==================== emergency_preempt_ctrl
Fig. 1: emergency_preempt_ctrl, pin placement
Scale: 4 px per um. Pins as bars across the die edge, other pins in grey.
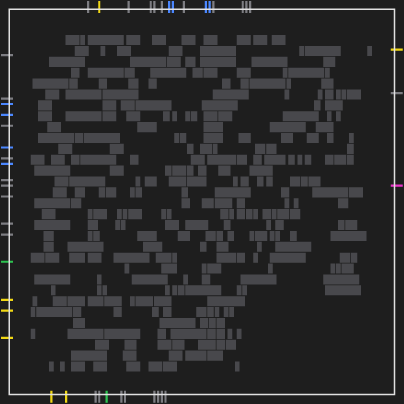

===== src/rtl/emergency_preempt_ctrl_pkg.sv =====
// Shared types and timing defaults for the emergency preemption controller
// and the normal lane sequencer.
package emergency_preempt_ctrl_pkg;

  localparam int unsigned NUM_APPROACHES     = 4;
  localparam int unsigned LANES_PER_APPROACH = 2;
  localparam int unsigned NUM_LANES          = NUM_APPROACHES * LANES_PER_APPROACH;

  localparam int unsigned DEF_YELLOW_TIME = 3;
  localparam int unsigned DEF_ALLRED_TIME = 2;
  localparam int unsigned DEF_SERVE_TIME  = 5;
  localparam int unsigned DEF_RESUME_TIME = 5;
  localparam int unsigned DEF_TIMER_W     = 7;

  typedef enum logic [2:0] {
    NORMAL,
    YELLOW,
    ALL_RED,
    SERVE,
    EXIT_YELLOW
  } preemptState_e;

  // Lane mask covering both lanes of one approach.
  function automatic logic [0:NUM_LANES-1] pairMask(input logic [1:0] approach);
    logic [0:NUM_LANES-1] m;
    m = '0;
    m[{approach, 1'b0}] = 1'b1;
    m[{approach, 1'b1}] = 1'b1;
    return m;
  endfunction

endpackage


===== src/rtl/rr_arbiter4.sv =====
// Combinational round-robin pick among four pending approaches,
// scanning upward from ptr with wrap-around.
module rr_arbiter4 (
  input  logic [3:0] pending,
  input  logic [1:0] ptr,
  output logic [1:0] winner,
  output logic       valid
);

  logic [1:0] idx;

  always_comb begin
    winner = ptr;
    valid  = 1'b0;
    idx    = ptr;
    for (int i = 0; i < 4; i++) begin
      idx = ptr + 2'(i);
      if (!valid && pending[idx]) begin
        winner = idx;
        valid  = 1'b1;
      end
    end
  end

endmodule


===== src/rtl/emergency_preempt_ctrl.sv =====
// Emergency preemption controller: latches lane requests per approach and runs
// yellow -> all-red -> serve sequences before handing back to the normal sequencer.
module emergency_preempt_ctrl
  import emergency_preempt_ctrl_pkg::*;
#(
  parameter int unsigned YELLOW_TIME = DEF_YELLOW_TIME,
  parameter int unsigned ALLRED_TIME = DEF_ALLRED_TIME,
  parameter int unsigned SERVE_TIME  = DEF_SERVE_TIME,
  parameter int unsigned RESUME_TIME = DEF_RESUME_TIME,
  parameter int unsigned TIMER_W     = DEF_TIMER_W
) (
  input  logic               clk,
  input  logic               rst,
  input  logic               tick,
  input  logic [0:7]         emergencyLane,
  input  logic [0:7]         normalGreen,
  output logic [0:7]         laneOutput,
  output logic [0:7]         yellowOutput,
  output logic               loadCommand,
  output logic [TIMER_W-1:0] loadTime,
  output logic               preemptActive,
  output logic [1:0]         grantApproach
);

  preemptState_e        stateQ, stateNext;
  logic [TIMER_W-1:0]   timerQ, timerNext;
  logic [3:0]           pendingQ, pendingNext, approachReq, clr;
  logic [1:0]           rrPtrQ, rrPtrNext;
  logic [1:0]           winnerQ, winnerNext, grantNext;
  logic [1:0]           arbWinner;
  logic                 arbValid;
  logic [0:7]           clearMaskQ, clearMaskNext;
  logic [0:7]           laneNext, yellowNext;
  logic                 loadNext, serveEntry, expire;

  assign loadTime = TIMER_W'(RESUME_TIME);

  always_comb begin
    for (int k = 0; k < 4; k++) begin
      approachReq[k] = |emergencyLane[k*2 +: 2];
    end
  end

  rr_arbiter4 u_arb (
    .pending (pendingQ),
    .ptr     (rrPtrQ),
    .winner  (arbWinner),
    .valid   (arbValid)
  );

  // Next-state, timer, arbitration bookkeeping and registered-output values.
  always_comb begin
    stateNext     = stateQ;
    timerNext     = timerQ;
    clearMaskNext = clearMaskQ;
    winnerNext    = winnerQ;
    grantNext     = grantApproach;
    rrPtrNext     = rrPtrQ;
    clr           = '0;
    serveEntry    = 1'b0;
    laneNext      = '0;
    yellowNext    = '0;
    loadNext      = 1'b0;
    expire        = tick && (timerQ == TIMER_W'(1));

    if (tick && (timerQ != '0)) begin
      timerNext = timerQ - TIMER_W'(1);
    end

    case (stateQ)
      NORMAL: begin
        if (arbValid) begin
          winnerNext = arbWinner;
          if (normalGreen == pairMask(arbWinner)) begin
            serveEntry = 1'b1;
          end else if (normalGreen == '0) begin
            stateNext = ALL_RED;
            timerNext = TIMER_W'(ALLRED_TIME);
          end else begin
            stateNext     = YELLOW;
            timerNext     = TIMER_W'(YELLOW_TIME);
            clearMaskNext = normalGreen;
          end
        end
      end
      YELLOW: begin
        if (expire) begin
          stateNext = ALL_RED;
          timerNext = TIMER_W'(ALLRED_TIME);
        end
      end
      ALL_RED: begin
        if (expire) begin
          serveEntry = 1'b1;
        end
      end
      SERVE: begin
        if (expire) begin
          if (arbValid && (arbWinner == grantApproach)) begin
            winnerNext = arbWinner;
            serveEntry = 1'b1;
          end else begin
            stateNext     = arbValid ? YELLOW : EXIT_YELLOW;
            winnerNext    = arbValid ? arbWinner : winnerQ;
            timerNext     = TIMER_W'(YELLOW_TIME);
            clearMaskNext = pairMask(grantApproach);
          end
        end
      end
      EXIT_YELLOW: begin
        if (expire) begin
          stateNext = NORMAL;
          timerNext = '0;
          loadNext  = 1'b1;
        end
      end
      default: begin
        stateNext = NORMAL;
        timerNext = '0;
      end
    endcase

    if (serveEntry) begin
      stateNext = SERVE;
      timerNext = TIMER_W'(SERVE_TIME);
      grantNext = winnerNext;
      rrPtrNext = winnerNext + 2'd1;
      clr       = 4'b0001 << winnerNext;
    end

    pendingNext = (pendingQ & ~clr) | approachReq;

    case (stateNext)
      NORMAL:              laneNext   = normalGreen;
      YELLOW, EXIT_YELLOW: yellowNext = clearMaskNext;
      SERVE:               laneNext   = pairMask(grantNext);
      default: begin
        laneNext   = '0;
        yellowNext = '0;
      end
    endcase
  end

  always_ff @(posedge clk or posedge rst) begin
    if (rst) begin
      stateQ        <= NORMAL;
      timerQ        <= '0;
      pendingQ      <= '0;
      rrPtrQ        <= '0;
      winnerQ       <= '0;
      clearMaskQ    <= '0;
      laneOutput    <= '0;
      yellowOutput  <= '0;
      loadCommand   <= 1'b0;
      preemptActive <= 1'b0;
      grantApproach <= '0;
    end else begin
      stateQ        <= stateNext;
      timerQ        <= timerNext;
      pendingQ      <= pendingNext;
      rrPtrQ        <= rrPtrNext;
      winnerQ       <= winnerNext;
      clearMaskQ    <= clearMaskNext;
      laneOutput    <= laneNext;
      yellowOutput  <= yellowNext;
      loadCommand   <= loadNext;
      preemptActive <= (stateNext != NORMAL);
      grantApproach <= grantNext;
    end
  end

endmodule


===== config.mk =====
export PLATFORM = sky130hd
export DESIGN_NAME = emergency_preempt_ctrl
export DESIGN_NICKNAME = d
export VERILOG_FILES = /design/src/rtl/emergency_preempt_ctrl_pkg.sv /design/src/rtl/rr_arbiter4.sv /design/src/rtl/emergency_preempt_ctrl.sv
export SDC_FILE = /design/constraint.sdc
export NUM_CORES = 1
export LEC_CHECK = 0
export CELL_PAD_IN_SITES_DETAIL_PLACEMENT = 0
export CELL_PAD_IN_SITES_GLOBAL_PLACEMENT = 2
export CORE_MARGIN = 5
export CORE_UTILIZATION = 35
export DETAILED_ROUTE_END_ITERATION = 16
export PLACE_DENSITY_LB_ADDON = 0.1
export SYNTH_ARGS = -nofsm -noshare
export SYNTH_HDL_FRONTEND = slang
export SYNTH_SLANG_ARGS = --single-unit

===== constraint.sdc =====
create_clock -name clk -period 5.7 [get_ports clk]
set_input_delay 1.14 -clock clk [delete_from_list [all_inputs] [get_ports clk]]
set_output_delay 1.14 -clock clk [all_outputs]
set_load 0.01 [all_outputs]

==================== sram_load_sequencer
`src/rtl/sram_seq_pkg.sv`:
```
// Shared types and helpers for the SRAM load sequencer: state encoding,
// word-index width and the coefficient bank base-address calculation.
package sram_seq_pkg;

  localparam int IDX_W = 16;

  typedef enum logic [2:0] {
    IDLE,
    IMG_XFER,
    IMG_DONE,
    COEF_IDLE,
    COEF_XFER,
    COEF_DONE,
    ERROR
  } seq_state_e;

  // First word address of a coefficient bank; callers truncate to their address width.
  function automatic logic [63:0] coef_bank_base(input logic [63:0] coef_base,
                                                 input logic [63:0] coef_words,
                                                 input logic [63:0] bank);
    return coef_base + bank * coef_words;
  endfunction

endpackage

```
`src/rtl/sram_word_counter.sv`:
```
// Word counter for one SRAM transfer: synchronous clear, enable, and a
// last-word flag compared against a runtime index limit.
module sram_word_counter
  import sram_seq_pkg::*;
(
  input  logic             clk,
  input  logic             n_rst,
  input  logic             clr,
  input  logic             en,
  input  logic [IDX_W-1:0] last_idx,
  output logic [IDX_W-1:0] count,
  output logic             last
);

  always_ff @(posedge clk or negedge n_rst) begin
    if (!n_rst) begin
      count <= '0;
    end else if (clr) begin
      count <= '0;
    end else if (en) begin
      count <= count + 1'b1;
    end
  end

  assign last = (count == last_idx);

endmodule

```
`src/rtl/sram_load_sequencer.sv`:
```
// SRAM load sequencer: one image load per detection run, then on-demand
// coefficient bank loads, one word per req/ack. Optional macro: SRAM_TIMEOUT_EN.
module sram_load_sequencer
  import sram_seq_pkg::*;
#(
  parameter  int ADDR_W         = 16,
  parameter  int IMAGE_BASE     = 0,
  parameter  int IMAGE_WORDS    = 64,
  parameter  int COEF_BASE      = 256,
  parameter  int COEF_WORDS     = 16,
  parameter  int NUM_COEF_BANKS = 4,
  parameter  int TIMEOUT_CYCLES = 255,
  localparam int BANK_W         = (NUM_COEF_BANKS > 1) ? $clog2(NUM_COEF_BANKS) : 1
) (
  input  logic              clk,
  input  logic              n_rst,
  input  logic              start_detecting,
  input  logic              request_coef,
  input  logic [BANK_W-1:0] coef_bank_sel,
  input  logic              done_processing,
  input  logic              sram_ack,
  output logic              sram_req,
  output logic [ADDR_W-1:0] sram_addr,
  output logic              load_is_coef,
  output logic [IDX_W-1:0]  word_idx,
  output logic              image_loaded,
  output logic              coef_loaded,
  output logic              bad_bank,
  output logic              busy,
  output logic              error
);

  localparam int SUM_W = ADDR_W + BANK_W + IDX_W;
  localparam logic [IDX_W-1:0] IMG_LAST  = IDX_W'(IMAGE_WORDS - 1);
  localparam logic [IDX_W-1:0] COEF_LAST = IDX_W'(COEF_WORDS - 1);

  seq_state_e        state;
  logic [BANK_W-1:0] bank_q;
  logic [IDX_W-1:0]  idx;
  logic [IDX_W-1:0]  last_idx;
  logic              last_word;
  logic              in_xfer;
  logic              bank_ok;
  logic              coef_go;
  logic              cnt_clr;
  logic              cnt_en;
  logic              tmo_hit;
  logic [SUM_W-1:0]  img_sum;
  logic [SUM_W-1:0]  coef_sum;

  assign in_xfer  = (state == IMG_XFER) || (state == COEF_XFER);
  assign bank_ok  = 32'(coef_bank_sel) < NUM_COEF_BANKS;
  assign coef_go  = (state == COEF_IDLE) && request_coef && bank_ok;
  assign cnt_clr  = ((state == IDLE) && start_detecting) || coef_go;
  assign cnt_en   = in_xfer && sram_ack && !last_word;
  assign last_idx = (state == COEF_XFER) ? COEF_LAST : IMG_LAST;

  sram_word_counter u_word_counter (
    .clk      (clk),
    .n_rst    (n_rst),
    .clr      (cnt_clr),
    .en       (cnt_en),
    .last_idx (last_idx),
    .count    (idx),
    .last     (last_word)
  );

`ifdef SRAM_TIMEOUT_EN
  localparam int TMO_W = $clog2(TIMEOUT_CYCLES + 1);
  logic [TMO_W-1:0] tmo_cnt;

  // Counter is zero whenever no word is outstanding, so entry to a transfer starts it fresh.
  always_ff @(posedge clk or negedge n_rst) begin
    if (!n_rst) begin
      tmo_cnt <= '0;
    end else if (!in_xfer || sram_ack) begin
      tmo_cnt <= '0;
    end else begin
      tmo_cnt <= tmo_cnt + 1'b1;
    end
  end

  assign tmo_hit = in_xfer && !sram_ack && (tmo_cnt == TMO_W'(TIMEOUT_CYCLES - 1));
  assign error   = (state == ERROR);
`else
  // Without the timeout a transfer waits on ack indefinitely.
  assign tmo_hit = 1'b0 && (TIMEOUT_CYCLES > 0);
  assign error   = 1'b0;
`endif

  always_ff @(posedge clk or negedge n_rst) begin
    if (!n_rst) begin
      state  <= IDLE;
      bank_q <= '0;
    end else begin
      case (state)
        IDLE:      if (start_detecting) state <= IMG_XFER;
        IMG_XFER: begin
          if (sram_ack && last_word) state <= IMG_DONE;
          else if (tmo_hit)          state <= ERROR;
        end
        IMG_DONE:  state <= COEF_IDLE;
        COEF_IDLE: begin
          // request_coef outranks done_processing, even when its bank is rejected.
          if (coef_go) begin
            bank_q <= coef_bank_sel;
            state  <= COEF_XFER;
          end else if (!request_coef && done_processing) begin
            state <= IDLE;
          end
        end
        COEF_XFER: begin
          if (sram_ack && last_word) state <= COEF_DONE;
          else if (tmo_hit)          state <= ERROR;
        end
        COEF_DONE: state <= COEF_IDLE;
        ERROR:     if (done_processing) state <= IDLE;
        default:   state <= IDLE;
      endcase
    end
  end

  assign img_sum  = SUM_W'(IMAGE_BASE) + SUM_W'(idx);
  assign coef_sum = SUM_W'(coef_bank_base(64'(COEF_BASE), 64'(COEF_WORDS), 64'(bank_q)))
                  + SUM_W'(idx);

  assign sram_req     = in_xfer;
  assign busy         = in_xfer;
  assign load_is_coef = (state == COEF_XFER);
  assign image_loaded = (state == IMG_DONE);
  assign coef_loaded  = (state == COEF_DONE);
  assign bad_bank     = (state == COEF_IDLE) && request_coef && !bank_ok;
  assign word_idx     = in_xfer ? idx : '0;
  assign sram_addr    = (state == IMG_XFER)  ? ADDR_W'(img_sum)  :
                        (state == COEF_XFER) ? ADDR_W'(coef_sum) : '0;

endmodule

```
`config.mk`:
```
export PLATFORM = sky130hd
export DESIGN_NAME = sram_load_sequencer
export DESIGN_NICKNAME = d
export VERILOG_FILES = /design/src/rtl/sram_seq_pkg.sv /design/src/rtl/sram_word_counter.sv /design/src/rtl/sram_load_sequencer.sv
export SDC_FILE = /design/constraint.sdc
export NUM_CORES = 1
export LEC_CHECK = 0
export CAP_MARGIN = 25
export CORE_UTILIZATION = 40
export CTS_BUF_LIST = sky130_fd_sc_hd__clkbuf_8 sky130_fd_sc_hd__clkbuf_16
export CTS_CLUSTER_SIZE = 24
export DETAILED_ROUTE_END_ITERATION = 10
export PLACE_DENSITY_LB_ADDON = 0.15
export SLEW_MARGIN = 10
export SYNTH_ARGS = -nofsm -noshare
export SYNTH_HDL_FRONTEND = slang
export SYNTH_SLANG_ARGS = --single-unit
```
`constraint.sdc`:
```
create_clock -name clk -period 4.7 [get_ports clk]
set_input_delay 1.41 -clock clk [delete_from_list [all_inputs] [get_ports clk]]
set_output_delay 1.41 -clock clk [all_outputs]
set_load 0.01 [all_outputs]
```
==================== fetch_pc_unit
### src/rtl/fetch_pkg.sv
// ---------------------------------------------------------------------------
// fetch_pkg : shared fetch-stage types, jump table and halt encoding
// Revision  : 1.0
// ---------------------------------------------------------------------------
`default_nettype none

package fetch_pkg;

  typedef enum logic [1:0] {
    IDLE = 2'd0,
    RUN  = 2'd1,
    HALT = 2'd2
  } fetch_state_e;

  localparam int JUMP_LUT_DEPTH = 8;
  localparam int JUMP_LUT_BITS  = 12;
  localparam int JUMP_SEL_BITS  = $clog2(JUMP_LUT_DEPTH);

  // Must stay in step with the assembler's jump table.
  localparam logic [JUMP_LUT_BITS-1:0] JUMP_LUT [JUMP_LUT_DEPTH] = '{
    12'd12, 12'd32, 12'd100, 12'd40, 12'd200, 12'd1000, 12'd2048, 12'd4095
  };

  localparam logic [8:0] HALT_OPCODE = 9'h1FF;

endpackage : fetch_pkg

`default_nettype wire

### src/rtl/fetch_jump_lut.sv
// ---------------------------------------------------------------------------
// fetch_jump_lut : combinational branch-index to fetch-target lookup
// Revision       : 1.0
// ---------------------------------------------------------------------------
`default_nettype none

module fetch_jump_lut
  import fetch_pkg::*;
#(
  parameter int PC_BITS = 12
) (
  input  logic [JUMP_SEL_BITS-1:0] sel,
  output logic [PC_BITS-1:0]       target
);

  logic [JUMP_LUT_BITS-1:0] entry;

  assign entry = JUMP_LUT[sel];

  // Table entries are fixed width; fit them to the configured address width.
  generate
    if (PC_BITS >= JUMP_LUT_BITS) begin : g_extend
      assign target = PC_BITS'(entry);
    end else begin : g_truncate
      assign target = entry[PC_BITS-1:0];
    end
  endgenerate

endmodule : fetch_jump_lut

`default_nettype wire

### src/rtl/fetch_pc_unit.sv
// ---------------------------------------------------------------------------
// fetch_pc_unit : program counter / fetch sequencer (IDLE, RUN, HALT)
// Optional macro FETCH_PERF_EN adds the instr_count performance counter.
// Revision      : 1.0
// ---------------------------------------------------------------------------
`default_nettype none

module fetch_pc_unit
  import fetch_pkg::*;
#(
  parameter int                   PC_BITS  = 12,
  parameter logic [PC_BITS-1:0]   START_PC = '0
) (
  input  logic                     clk,
  input  logic                     reset_n,
  input  logic                     start,
  input  logic                     halt,
  input  logic                     stall,
  input  logic                     branch_taken,
  input  logic [JUMP_SEL_BITS-1:0] branch_sel,
  output logic [PC_BITS-1:0]       pc,
  output logic                     fetch_valid,
`ifdef FETCH_PERF_EN
  output logic [31:0]              instr_count,
`endif
  output logic                     done,
  output logic                     wrap_err
);

  fetch_state_e        state_q, state_d;
  logic [PC_BITS-1:0]  pc_q, pc_d;
  logic                fetch_valid_q, fetch_valid_d;
  logic                done_q, done_d;
  logic                wrap_err_q, wrap_err_d;
  logic [PC_BITS-1:0]  branch_target;
  logic                enter_run;

  fetch_jump_lut #(
    .PC_BITS (PC_BITS)
  ) u_jump_lut (
    .sel    (branch_sel),
    .target (branch_target)
  );

  always_comb begin
    state_d    = state_q;
    pc_d       = pc_q;
    done_d     = done_q;
    wrap_err_d = wrap_err_q;
    enter_run  = 1'b0;

    case (state_q)
      IDLE: begin
        pc_d = START_PC;
        if (start) begin
          state_d   = RUN;
          enter_run = 1'b1;
        end
      end
      RUN: begin
        if (halt) begin
          state_d = HALT;
          done_d  = 1'b1;
        end else if (stall) begin
          pc_d = pc_q;
        end else if (branch_taken) begin
          pc_d = branch_target;
        end else if (&pc_q) begin
          // Incrementing off the top of memory is an error, never a wrap.
          state_d    = HALT;
          done_d     = 1'b1;
          wrap_err_d = 1'b1;
        end else begin
          pc_d = pc_q + PC_BITS'(1);
        end
      end
      HALT: begin
        if (start) begin
          state_d    = RUN;
          pc_d       = START_PC;
          done_d     = 1'b0;
          wrap_err_d = 1'b0;
          enter_run  = 1'b1;
        end
      end
      default: begin
        state_d = IDLE;
        pc_d    = START_PC;
      end
    endcase

    fetch_valid_d = (state_d == RUN);
  end

  always_ff @(posedge clk) begin
    if (!reset_n) begin
      state_q       <= IDLE;
      pc_q          <= START_PC;
      fetch_valid_q <= 1'b0;
      done_q        <= 1'b0;
      wrap_err_q    <= 1'b0;
    end else begin
      state_q       <= state_d;
      pc_q          <= pc_d;
      fetch_valid_q <= fetch_valid_d;
      done_q        <= done_d;
      wrap_err_q    <= wrap_err_d;
    end
  end

  assign pc          = pc_q;
  assign fetch_valid = fetch_valid_q;
  assign done        = done_q;
  assign wrap_err    = wrap_err_q;

`ifdef FETCH_PERF_EN
  logic [31:0] count_q, count_d;

  always_comb begin
    count_d = count_q;
    if (enter_run) begin
      count_d = '0;
    end else if (fetch_valid_q && !stall && (count_q != '1)) begin
      count_d = count_q + 32'd1;
    end
  end

  always_ff @(posedge clk) begin
    if (!reset_n) begin
      count_q <= '0;
    end else begin
      count_q <= count_d;
    end
  end

  assign instr_count = count_q;
`else
  logic unused_enter_run;
  assign unused_enter_run = enter_run;
`endif

endmodule : fetch_pc_unit

`default_nettype wire

### config.mk
export PLATFORM = sky130hd
export DESIGN_NAME = fetch_pc_unit
export DESIGN_NICKNAME = d
export VERILOG_FILES = /design/src/rtl/fetch_pkg.sv /design/src/rtl/fetch_jump_lut.sv /design/src/rtl/fetch_pc_unit.sv
export SDC_FILE = /design/constraint.sdc
export NUM_CORES = 1
export LEC_CHECK = 0
export CAP_MARGIN = 30
export CORE_MARGIN = 10
export CORE_UTILIZATION = 31
export CTS_BUF_LIST = sky130_fd_sc_hd__clkbuf_4 sky130_fd_sc_hd__clkbuf_8
export DETAILED_ROUTE_END_ITERATION = 10
export GPL_TIMING_DRIVEN = 1
export SKIP_LAST_GASP = 1
export SLEW_MARGIN = 0
export SYNTH_ARGS = -nofsm -noshare
export SYNTH_HDL_FRONTEND = slang
export SYNTH_SLANG_ARGS = --single-unit
### constraint.sdc
create_clock -name clk -period 1.9 [get_ports clk]
set_input_delay 0.38 -clock clk [delete_from_list [all_inputs] [get_ports clk]]
set_output_delay 0.38 -clock clk [all_outputs]
set_load 0.1 [all_outputs]

## Gallery

Track usage over the die.
picture 1
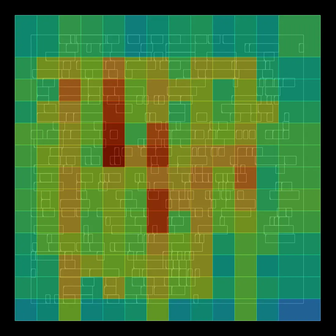
picture 2
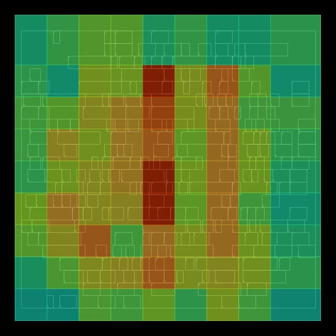
picture 3
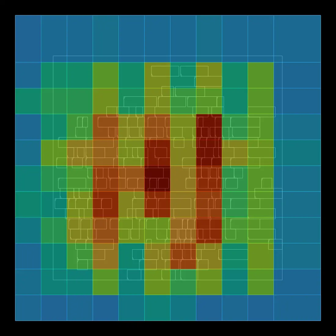
- picture 1 = emergency_preempt_ctrl
- picture 2 = sram_load_sequencer
- picture 3 = fetch_pc_unit
Of these, highest track usage: picture 2
Of these, lowest track usage: picture 3

Fig. 2: sram_load_sequencer, signal wires on met3
Scale: 8 px per um. Cells faint in the background.
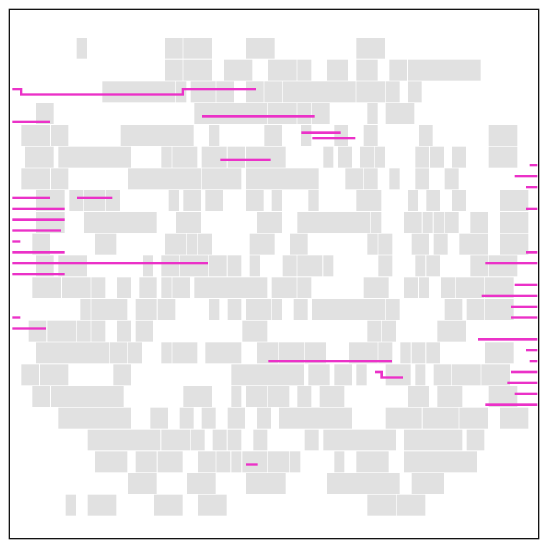
longest straight run: 24.1 um
main direction: horizontal

==> results.ini, sram_load_sequencer <==
[synth]
ys_top_logic_family = simple AND/OR/NAND/NOR gates
yosys-stat-cells = 208
ys_chip_area_sq_um = 1640
top_area_cell = dfrtp_1
xor_share = 0.0481
syn_avg_cell_area_sq_um = 7.87

[route]
met1Wirelength_mm = 1.98

[final_timing]
fin_skew_ns = 0.00222
worst_pin_slew_ns = 0.928
setup_tns_ns = 0

[finish]
num_antenna_cells = 0
area_growth_pct = 30.7

[power_and_ir_drop]
power.density_nw_per_um2 = 243
clockPowerShare = 0.234
power_clock_uw = 122
ir_worst_vdd_uv = 176
p_leak_nw = 0.867

[global_routing]
antenna_found_initial = 0

[hold_path]
hold_start = bank_q[0]

[critical_path]
critPathLaunch = state[1]
path_depth = 5
ff2ff_setup_slack_ns = 2.09
required_ns = 3.29

[clock_tree]
clockRootBuffer = clkbuf_8

[run_status]
status = finished clean

==> sram_load_sequencer: area by class of cell <==
type / instances / area (sq um) / share of cell area
Inverter: 2 / 7.51 / 0.00351
Clock buffer: 3 / 41.3 / 0.0193
Clock inverter: 1 / 3.75 / 0.00175
Sequential cell: 21 / 526 / 0.245
Tap cell: 48 / 60.1 / 0.0281
Timing Repair Buffer: 47 / 467 / 0.218
Multi-Input combinational cell: 170 / 1040 / 0.484
==> sram_load_sequencer: sequential cells by signal (all words and copies together), names as in the netlist <==
name and cells:
state 3, bank_q 2, u_word_counter.count 16
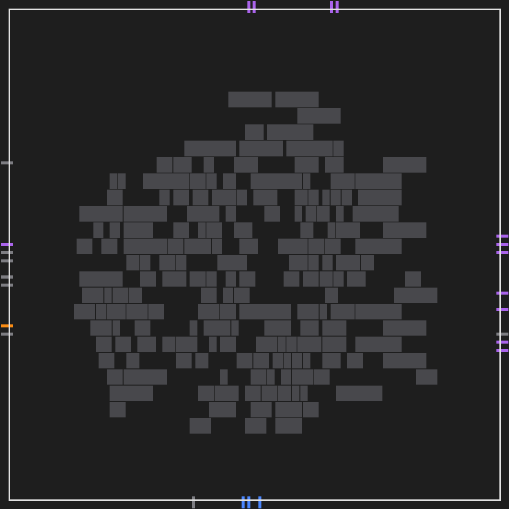
Fig. 3. Pin placement (fetch_pc_unit).
Scale: 6 px per um. Pins as bars across the die edge, other pins in grey.
| port | colour | pins | direction | edge |
|---|---|---|---|---|
| branch_sel | blue | 3 | input | bottom |
| pc | purple | 12 | output | 7 right, 4 top, 1 left |
| start | orange | 1 | input | left |
all pins by edge: 8 left, 8 right, 4 bottom, 4 top

==> results.ini, fetch_pc_unit <==
[run_status]
status = finished clean

[global_routing]
grt_use_total = 0.123
grt_pass1_vias = 1338
antenna_found_initial = 0
grt_max_degree = 15
grtUsageMet2 = 0.216
gr-total-overflow = 0

[critical_path]
endpoint_kind = flip-flop
critPathLaunch = stall

[route]
met1Wirelength_mm = 1.57
ant_nets = 0
num_vias = 1332
first_iter_violations = 123

[synth]
yosys-stat-cells = 136
ys.flop_type = dfxtp_1
ys_ff = 17
edf_count = 0

[final_timing]
fin_crit_sh = 0.961

[clock_tree]
ctsHoldBuffers = 0
clk_path_buf_depth = 2

[finish]
final_cell_mix = buf_4, nand2_1, buf_12
logic_gate_count = 107
largest_cell_class = combinational gates
instances_no_fill = 225

[die]
die-width_um = 81.6
ios = 24

[place]
dp_cells = 221
dpl_cell_area_sq_um = 1700

[power_and_ir_drop]
finalPower_mw = 1.02

[job]
warnings = 29
maxCapViolations = 0

[hold_path]
min-delay-path-class = flip-flop to flip-flop

[fetch_pc_unit: worst max-delay path: stages]
cell	delay [ns]
clkdlybuf4s50_1	0.42
and3b_1	0.18
a221o_1	0.31
buf_4	0.20
a211oi_1	0.31
o221a_1	0.22
[fetch_pc_unit: cell families after synthesis]
group,count (synthesis),share of synthesized area
buf+inv,12,0.0543
simple gates,50,0.255
flops,17,0.290
mux,1,0.00852
compound gates,51,0.340
fa+ha+maj,5,0.0532
[fetch_pc_unit: registers in the layout, summed over array words and instances (netlist names)]
signal       count
wrap_err         1
fetch_valid      1
pc              12
state_q          2
done             1
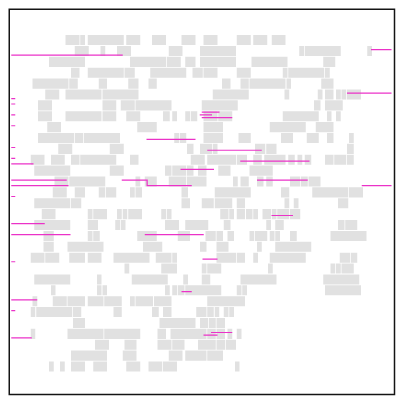
Fig. 4. Signal wires on met3 (emergency_preempt_ctrl).
Scale: 4 px per um. Cells faint in the background.
share of all routed wire: 4.0%
wire length on this layer: 252 um
main direction: horizontal

Notes on Fig. 1 above:
| port | colour | pins | direction | edge |
|---|---|---|---|---|
| normalGreen | blue | 8 | input | 4 left, 4 top |
| grantApproach | green | 2 | output | 1 bottom, 1 left |
| loadCommand | magenta | 1 | output | right |
| loadTime | yellow | 7 | output | 3 left, 2 bottom, 1 top, 1 right |

==> results.ini, emergency_preempt_ctrl <==
[run_status]
status = finished clean

[power_and_ir_drop]
clockPowerShare = 0.164
power.density_nw_per_um2 = 445

[hold_path]
min_to = clearMaskQ[4]

[synth]
ys_sh_simple = 0.217
yosysWarnings = 0
ys_chip_area_sq_um = 2580

[finish]
signal_buffers = 38
final_cell_area_sq_um = 3120
logic_gate_count = 195

[final_timing]
worst_pin_slew_ns = 0.983

[critical_path]
worst_r2r_path_depth = 8

[global_routing]
grt_use_total = 0.150

[route]
maxUsedRoutingLayer = met4
drt-total-wl_mm = 6.34

[place]
dp_slack_ns = 1.80

[die]
die-area_sq_um = 9200

-- emergency_preempt_ctrl: registers in the layout (all words and copies together) (netlist names) --
register,flops
clearMaskQ,8
laneOutput,8
yellowOutput,8
timerQ,7
pendingQ,4
stateQ,3
grantApproach,2
rrPtrQ,2
winnerQ,2
loadCommand,1
preemptActive,1
-- emergency_preempt_ctrl: power groups by stage --
stage	sequential (mW)	clock [mW]	combinational, mW
global placement	0.526	0	0.659
CTS	0.519	0.235	0.653
floorplan	0.507	0	0.458
detailed placement	0.524	0	0.648
finish	0.517	0.228	0.642
global route	0.534	0.250	0.718


==> gallery <==
Signal wires on met2.
image #1
Scale: 8 px per um. Cells faint in the background.
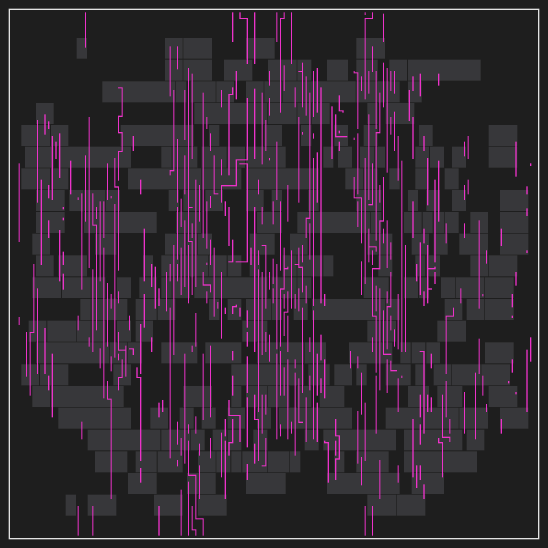
image #2
Scale: 6 px per um. Cells faint in the background.
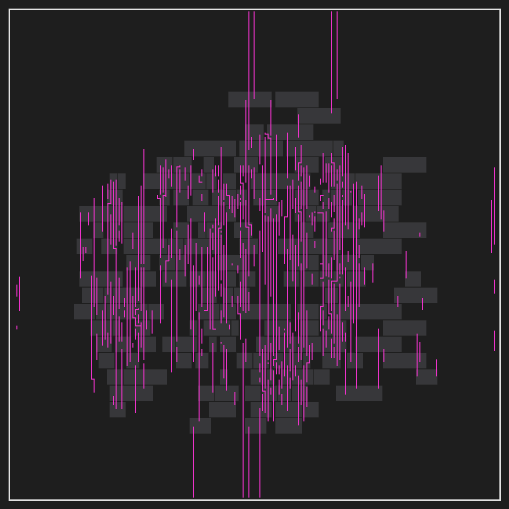
image #3
Scale: 4 px per um. Cells faint in the background.
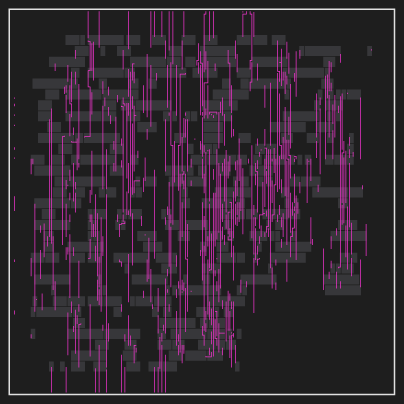
image #3: emergency_preempt_ctrl
image #2: fetch_pc_unit
image #1: sram_load_sequencer
The one with the largest die is image #3.

Key to image #1:
share of all routed wire: 45%
nets with wire on the layer: 211
main direction: vertical
wire length on this layer: 1820 um

Power figures rest on the tool's default switching activity, not on a simulated workload.
